# design 1

## src/rtl/plant_model_pkg.sv

```systemverilog
// Shared types and constants for the plant emulator.
// Build option: define PLANT_DISTURBANCE_EN to add the signed output disturbance port.
package plant_pkg;

    localparam int DATA_W    = 8;
    localparam int FRAC_W    = 8;
    localparam int MAX_DELAY = 15;

    typedef enum logic [1:0] {
        IDLE   = 2'd0,
        LOAD   = 2'd1,
        FILTER = 2'd2,
        OUTPUT = 2'd3
    } state_t;

endpackage

```

## src/rtl/plant_model_delay_line.sv

```systemverilog
// Dead-time delay line: circular buffer of DELAY commands, read-before-write.
// DELAY = 0 collapses to a wire from din to dout.
module plant_delay_line
    import plant_pkg::*;
#(
    parameter int DELAY = 2
) (
    input  logic              clk,
    input  logic              rst_n,
    input  logic              shift,
    input  logic [DATA_W-1:0] din,
    output logic [DATA_W-1:0] dout
);

    generate
        if (DELAY > 0) begin : g_buf
            logic [DATA_W-1:0] r_mem [DELAY];
            logic [3:0]        r_ptr;

            // Oldest entry sits at the write pointer; select it with a compare mux
            always_comb begin
                dout = '0;
                for (int i = 0; i < DELAY; i++) begin
                    if (r_ptr == 4'(i)) dout = r_mem[i];
                end
            end

            // Overwrite the slot just read and advance the pointer, wrapping at DELAY-1
            always_ff @(posedge clk or negedge rst_n) begin
                if (!rst_n) begin
                    r_ptr <= 4'd0;
                    for (int i = 0; i < DELAY; i++) r_mem[i] <= '0;
                end else if (shift) begin
                    for (int i = 0; i < DELAY; i++) begin
                        if (r_ptr == 4'(i)) r_mem[i] <= din;
                    end
                    r_ptr <= (r_ptr == 4'(DELAY - 1)) ? 4'd0 : r_ptr + 4'd1;
                end
            end
        end else begin : g_bypass
            logic w_unused;
            assign w_unused = clk ^ rst_n ^ shift;
            assign dout     = din;
        end
    endgenerate

endmodule

```

## config.mk

```make
export PLATFORM = sky130hd
export DESIGN_NAME = plant_delay_line
export DESIGN_NICKNAME = d
export VERILOG_FILES = /design/src/rtl/plant_model_pkg.sv /design/src/rtl/plant_model_delay_line.sv
export SDC_FILE = /design/constraint.sdc
export NUM_CORES = 1
export LEC_CHECK = 0
export CAP_MARGIN = 30
export CORE_UTILIZATION = 40
export CTS_CLUSTER_SIZE = 12
export DETAILED_ROUTE_END_ITERATION = 16
export HOLD_SLACK_MARGIN = 0.06
export MAX_ROUTING_LAYER = met4
export PLACE_DENSITY = 0.67
export SLEW_MARGIN = 25
export SYNTH_ARGS = -nofsm -noshare
export SYNTH_HDL_FRONTEND = slang
export SYNTH_SLANG_ARGS = --single-unit
```

## constraint.sdc

```tcl
create_clock -name clk -period 1.9 [get_ports clk]
set_clock_uncertainty 0.1 [all_clocks]
set_input_delay 0.38 -clock clk [delete_from_list [all_inputs] [get_ports clk]]
set_output_delay 0.38 -clock clk [all_outputs]
set_load 0.01 [all_outputs]
```

# design 2

## src/rtl/fir_pkg.sv

```systemverilog
// rtl/fir_pkg.sv - shared widths, opcodes and controller states for the FIR sequencer
package fir_pkg;

    localparam int TAP_SIZE_DEF     = 3;
    localparam int NBR_OF_TAPS_DEF  = 6;
    localparam int X_N_SIZE_DEF     = 8;
    localparam int SETUP_CYCLES_DEF = 4;

    localparam logic [1:0] OP_WRITE_COEF = 2'd0;
    localparam logic [1:0] OP_COMMIT     = 2'd1;
    localparam logic [1:0] OP_START      = 2'd2;
    localparam logic [1:0] OP_STOP       = 2'd3;

    typedef enum logic [2:0] {
        WAIT_SETUP,
        IDLE,
        LOAD,
        GAP,
        STREAM
    } fir_state_e;

    // Index width for a table of the given depth, never narrower than one bit.
    function automatic int ptr_width(input int depth);
        return (depth > 1) ? $clog2(depth) : 1;
    endfunction

endpackage

```

## src/rtl/fir_coeff_bank.sv

```systemverilog
// rtl/fir_coeff_bank.sv - shadow coefficient register file, one write port and one async read port
module fir_coeff_bank
    import fir_pkg::*;
#(
    parameter int TAP_SIZE    = TAP_SIZE_DEF,
    parameter int NBR_OF_TAPS = NBR_OF_TAPS_DEF,
    localparam int PTR_W      = ptr_width(NBR_OF_TAPS)
) (
    input  logic                clk_i,
    input  logic                reset_i,
    input  logic                wr_en_i,
    input  logic [PTR_W-1:0]    wr_addr_i,
    input  logic [TAP_SIZE-1:0] wr_data_i,
    input  logic [PTR_W-1:0]    rd_addr_i,
    output logic [TAP_SIZE-1:0] rd_data_o
);

    logic [TAP_SIZE-1:0] mem_q [NBR_OF_TAPS];

    always_ff @(posedge clk_i) begin
        if (reset_i) begin
            for (int i = 0; i < NBR_OF_TAPS; i++) begin
                mem_q[i] <= '0;
            end
        end else if (wr_en_i) begin
            mem_q[wr_addr_i] <= wr_data_i;
        end
    end

    assign rd_data_o = mem_q[rd_addr_i];

endmodule

```

## src/rtl/fir_seq_ctrl.sv

```systemverilog
// rtl/fir_seq_ctrl.sv - sequences FIR setup holdoff, coefficient loading and sample streaming
module fir_seq_ctrl
    import fir_pkg::*;
#(
    parameter int TAP_SIZE     = TAP_SIZE_DEF,
    parameter int NBR_OF_TAPS  = NBR_OF_TAPS_DEF,
    parameter int X_N_SIZE     = X_N_SIZE_DEF,
    parameter int SETUP_CYCLES = SETUP_CYCLES_DEF,
    localparam int PTR_W       = ptr_width(NBR_OF_TAPS)
) (
    input  logic                clk,
    input  logic                reset,
    input  logic                cmd_valid,
    output logic                cmd_ready,
    input  logic [1:0]          cmd_op,
    input  logic [TAP_SIZE-1:0] cmd_data,
    input  logic                s_valid,
    input  logic [X_N_SIZE-1:0] s_data,
    output logic                s_ready,
    output logic [X_N_SIZE-1:0] fir_x_n,
    output logic                fir_tvalid,
    output logic                fir_set_coeffs,
    output logic                busy,
    output logic                coeffs_dirty,
    output logic [PTR_W-1:0]    wr_ptr
);

    localparam int CNT_W = ptr_width(SETUP_CYCLES + 1);
    localparam logic [PTR_W-1:0] LAST_IDX   = PTR_W'(NBR_OF_TAPS - 1);
    localparam logic [CNT_W-1:0] SETUP_LAST = CNT_W'(SETUP_CYCLES - 1);

    fir_state_e          state_q;
    logic [CNT_W-1:0]    setup_cnt_q;
    logic [PTR_W-1:0]    wr_ptr_q;
    logic [PTR_W-1:0]    load_idx_q;
    logic                coeffs_dirty_q;
    logic [X_N_SIZE-1:0] fir_x_n_q;
    logic                fir_tvalid_q;
    logic                fir_set_coeffs_q;
    logic                cmd_ready_q;
    logic                s_ready_q;
    logic                busy_q;

    logic                cmd_fire;
    logic                coef_we;
    logic [PTR_W-1:0]    wr_ptr_d;
    logic [PTR_W-1:0]    load_idx_d;
    logic [TAP_SIZE-1:0] bank_rd_data;

    assign cmd_fire = cmd_valid && cmd_ready_q;
    assign coef_we  = cmd_fire && (cmd_op == OP_WRITE_COEF);
    assign wr_ptr_d = (wr_ptr_q == LAST_IDX) ? '0 : wr_ptr_q + 1'b1;

    // The bank is read one index ahead so fir_x_n can be registered on the same edge.
    assign load_idx_d = (state_q == LOAD) ? load_idx_q - 1'b1 : LAST_IDX;

    fir_coeff_bank #(
        .TAP_SIZE    (TAP_SIZE),
        .NBR_OF_TAPS (NBR_OF_TAPS)
    ) u_bank (
        .clk_i     (clk),
        .reset_i   (reset),
        .wr_en_i   (coef_we),
        .wr_addr_i (wr_ptr_q),
        .wr_data_i (cmd_data),
        .rd_addr_i (load_idx_d),
        .rd_data_o (bank_rd_data)
    );

    always_ff @(posedge clk) begin
        if (reset) begin
            state_q          <= WAIT_SETUP;
            setup_cnt_q      <= '0;
            wr_ptr_q         <= '0;
            load_idx_q       <= '0;
            coeffs_dirty_q   <= 1'b0;
            fir_x_n_q        <= '0;
            fir_tvalid_q     <= 1'b0;
            fir_set_coeffs_q <= 1'b0;
            cmd_ready_q      <= 1'b0;
            s_ready_q        <= 1'b0;
            busy_q           <= 1'b1;
        end else begin
            if (coef_we) begin
                wr_ptr_q       <= wr_ptr_d;
                coeffs_dirty_q <= 1'b1;
            end

            case (state_q)
                WAIT_SETUP: begin
                    if (setup_cnt_q == SETUP_LAST) begin
                        state_q     <= IDLE;
                        cmd_ready_q <= 1'b1;
                        busy_q      <= 1'b0;
                    end else begin
                        setup_cnt_q <= setup_cnt_q + 1'b1;
                    end
                end

                // COMMIT and STOP win over a sample offered in the same cycle.
                IDLE, STREAM: begin
                    fir_tvalid_q <= 1'b0;
                    if (cmd_fire && cmd_op == OP_COMMIT) begin
                        state_q          <= LOAD;
                        load_idx_q       <= LAST_IDX;
                        fir_x_n_q        <= X_N_SIZE'(bank_rd_data);
                        fir_set_coeffs_q <= 1'b1;
                        cmd_ready_q      <= 1'b0;
                        s_ready_q        <= 1'b0;
                        busy_q           <= 1'b1;
                    end else if (cmd_fire && cmd_op == OP_STOP) begin
                        state_q   <= IDLE;
                        s_ready_q <= 1'b0;
                    end else begin
                        if (cmd_fire && cmd_op == OP_START) begin
                            state_q   <= STREAM;
                            s_ready_q <= 1'b1;
                        end
                        if (s_valid && s_ready_q) begin
                            fir_x_n_q    <= s_data;
                            fir_tvalid_q <= 1'b1;
                        end
                    end
                end

                LOAD: begin
                    if (load_idx_q == '0) begin
                        state_q          <= GAP;
                        fir_set_coeffs_q <= 1'b0;
                        fir_x_n_q        <= '0;
                    end else begin
                        load_idx_q <= load_idx_d;
                        fir_x_n_q  <= X_N_SIZE'(bank_rd_data);
                    end
                end

                GAP: begin
                    state_q        <= IDLE;
                    cmd_ready_q    <= 1'b1;
                    busy_q         <= 1'b0;
                    coeffs_dirty_q <= 1'b0;
                    wr_ptr_q       <= '0;
                end

                default: state_q <= WAIT_SETUP;
            endcase
        end
    end

    assign cmd_ready      = cmd_ready_q;
    assign s_ready        = s_ready_q;
    assign fir_x_n        = fir_x_n_q;
    assign fir_tvalid     = fir_tvalid_q;
    assign fir_set_coeffs = fir_set_coeffs_q;
    assign busy           = busy_q;
    assign coeffs_dirty   = coeffs_dirty_q;
    assign wr_ptr         = wr_ptr_q;

endmodule

```

## config.mk

```make
export PLATFORM = sky130hd
export DESIGN_NAME = fir_seq_ctrl
export DESIGN_NICKNAME = d
export VERILOG_FILES = /design/src/rtl/fir_pkg.sv /design/src/rtl/fir_coeff_bank.sv /design/src/rtl/fir_seq_ctrl.sv
export SDC_FILE = /design/constraint.sdc
export NUM_CORES = 1
export LEC_CHECK = 0
export ABC_AREA = 1
export CORE_UTILIZATION = 58
export DETAILED_ROUTE_END_ITERATION = 10
export GPL_TIMING_DRIVEN = 1
export PLACE_DENSITY = 0.84
export SETUP_SLACK_MARGIN = 0.05
export SYNTH_ARGS = -nofsm -noshare
export SYNTH_HDL_FRONTEND = slang
export SYNTH_SLANG_ARGS = --single-unit
```

## constraint.sdc

```tcl
create_clock -name clk -period 3.4 [get_ports clk]
set_input_delay 0.68 -clock clk [delete_from_list [all_inputs] [get_ports clk]]
set_output_delay 0.68 -clock clk [all_outputs]
set_load 0.03 [all_outputs]
```

Design 1, routed metal, one color a layer:
Bar = 20 microns.
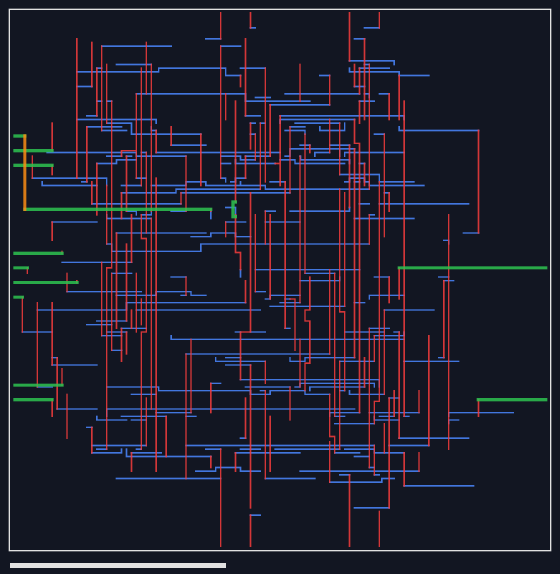
legend:
  green:
    layer: metal 3
    wire_length: 66.5 microns
  blue:
    layer: metal 1
    wire_length: 847 microns
  red:
    layer: metal 2
    wire_length: 945 microns
  orange:
    layer: metal 4
    wire_length: 6.80 microns

==> impl_metrics.py, design 1 <==
# Physical implementation metrics
metrics = {
    "logic_synthesis": {
        "synth_nets": 78,
        "topCellsByArea": "dfrtp_1, mux2_4, mux2_2",
        "top_area_cell": "dfrtp_1",
        "top_area_frac": 0.5405,
    },
    "setup_path": {
        "crit_path_max_incr_delay_ns": 0.46,
    },
    "final_layout": {
        "final_cells": 126,
        "final_common_cell": "dfrtp_1",
        "syn_to_final_growth_pct": 37.03,
    },
    "power": {
        "p_sw_w": 0.0006285,
        "seq_power_share": 0.368,
    },
    "detailed_routing": {
        "drcViolationCount": 0,
    },
    "die": {
        "die_h_microns": 50.11,
        "nWellTaps": 28,
    },
    "outcome": {
        "status": "finished with violations",
        "violations": "setup timing",
    },
    "timing": {
        "setup_viol_count_final": 9,
        "setup_ws_ns": -0.05070,
        "maxSlewViolCount": 0,
    },
    "placement": {
        "dp_slack_ns": -0.2428,
        "post-place-cells": 121,
    },
}
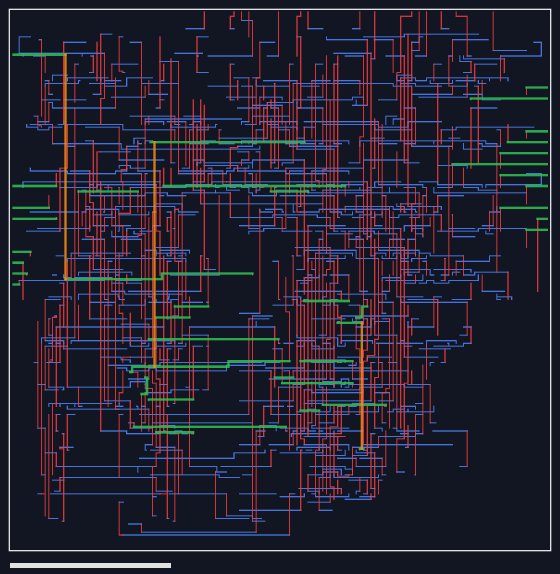
Design 2: routed metal, one color a layer
Bar = 20 microns.
legend:
  blue:
    layer: metal 1
    wire_length: 2240 microns
  red:
    layer: metal 2
    wire_length: 2490 microns
  orange:
    layer: metal 4
    wire_length: 71.4 microns
  green:
    layer: metal 3
    wire_length: 275 microns
Via Count: 2099
wire per inst: 12.61 microns
Post-Route WL: 5069 microns

==> impl_metrics.py, design 2 <==
# Physical implementation metrics
metrics = {
    "hold_path": {
        "hold_path.class": "flop to flop",
    },
    "outcome": {
        "status": "completed",
    },
    "final_layout": {
        "syn_to_final_growth_pct": 17.92,
        "nets": 372,
        "final_common_cell": "nand2_1",
        "flops": 50,
        "finish.utilization": 0.7193,
        "n_clock_buffer": 5,
        "final-clk-cell-share": 0.03066,
    },
    "placement": {
        "post_dp_cell_area_sq_um": 2809,
        "io_buffer_count": 33,
    },
    "logic_synthesis": {
        "ys.flops": 50,
        "ys_sh_simple": 0.3030,
        "synthCells": 318,
        "ys_sh_aoi": 0.07841,
        "ys_chip_area_sq_um": 2457,
        "top_area_frac": 0.2933,
        "ys.flop_type": "dfxtp_1",
    },
    "clock_network": {
        "cts_root_buf": "clkbuf_8",
        "clockBufferDepth": 2,
        "cts_tree": "yes",
    },
    "setup_path": {
        "arrival_ns": 2.42,
        "end_kind": "flop",
        "setup.worst_path.class": "input pin to flop",
        "startpoint": "cmd_valid",
        "crit_cells": 9,
        "crit_required_ns": 3.41,
    },
    "detailed_routing": {
        "wl_met3_microns": 275,
        "drt_first_pass_iters": 4,
    },
    "timing": {
        "relSlewSlack": 0.6979,
        "worstMarginPinSlew_ns": 0.4518,
        "setup_viol_count_final": 0,
        "setup_ws_ns": 0.9940,
    },
    "power": {
        "p_per_area_nw_per_um2": 657.2,
        "leakagePower_nw": 1.231,
        "swShare": 0.3991,
        "total_power_w": 0.001905,
        "p_comb_frac": 0.407,
    },
    "global_route": {
        "antenna_found_initial": 0,
        "use_met1": 0.3169,
    },
    "flow_run": {
        "maxCapViolCount": 0,
    },
    "die": {
        "ios": 34,
        "die_h_microns": 67.09,
    },
}

==> notes/layouts.md <==
Pictures saved along the way, in no particular order.

Placement by cell class.
panel A
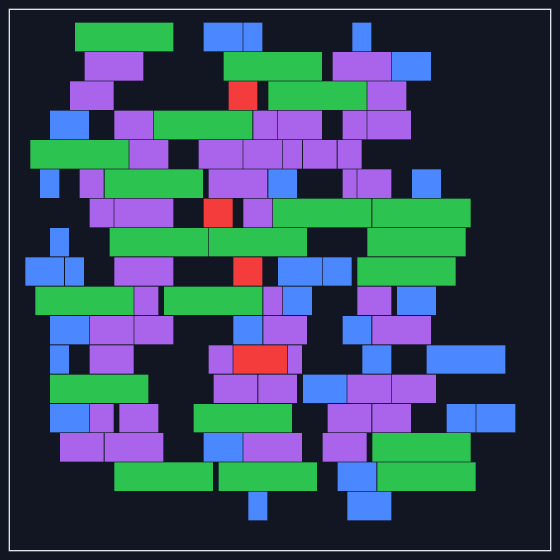
panel B
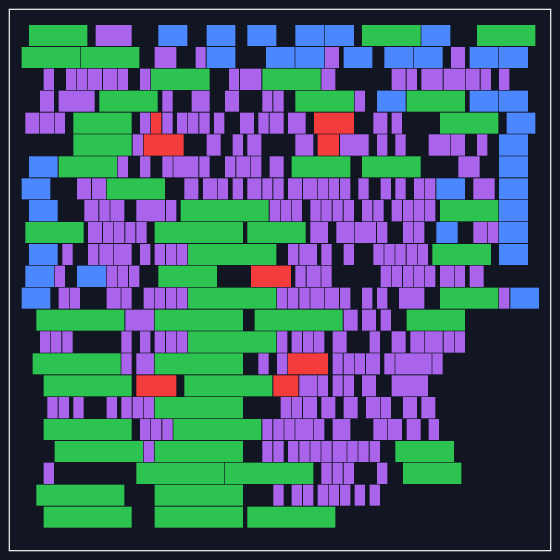
| from | picture |
|---|---|
| design 2 | panel B |
| design 1 | panel A |
The one with the highest utilization is panel B.
The one with the most cells is panel B.

Key to panel B:
legend:
  purple:
    class: combinational and other logic
    cells: 260
  red:
    class: clock drivers and dummy loads
    cells: 8
  blue:
    class: remaining buffers and delay cells
    cells: 34
  green:
    class: sequential cells
    cells: 50



==> gallery <==
Routed clock nets over the placement.
Bar = 20 microns.
Plate I
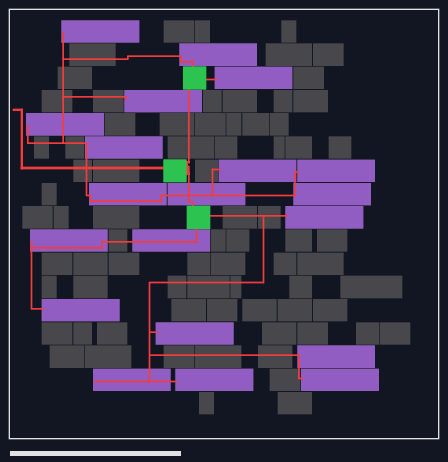
Plate II
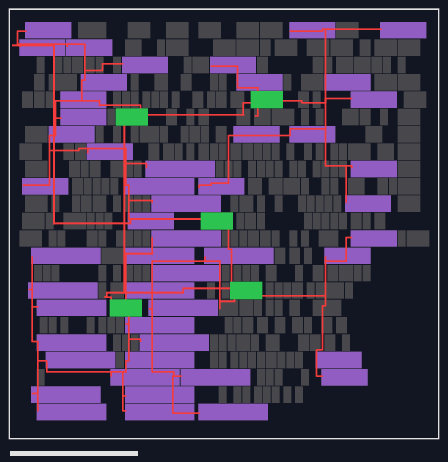
Plate I comes from design 1.
Plate II comes from design 2.
Of these, largest die: Plate II

Key to Plate I:
legend:
  green:
    item: clock drivers
    count: 3
  purple:
    item: flip-flops
    count: 20
  red:
    item: clock wires
    length: 237 microns
routed clock nets: 4

No activity file was given, so power comes from the tool's default toggle rates.
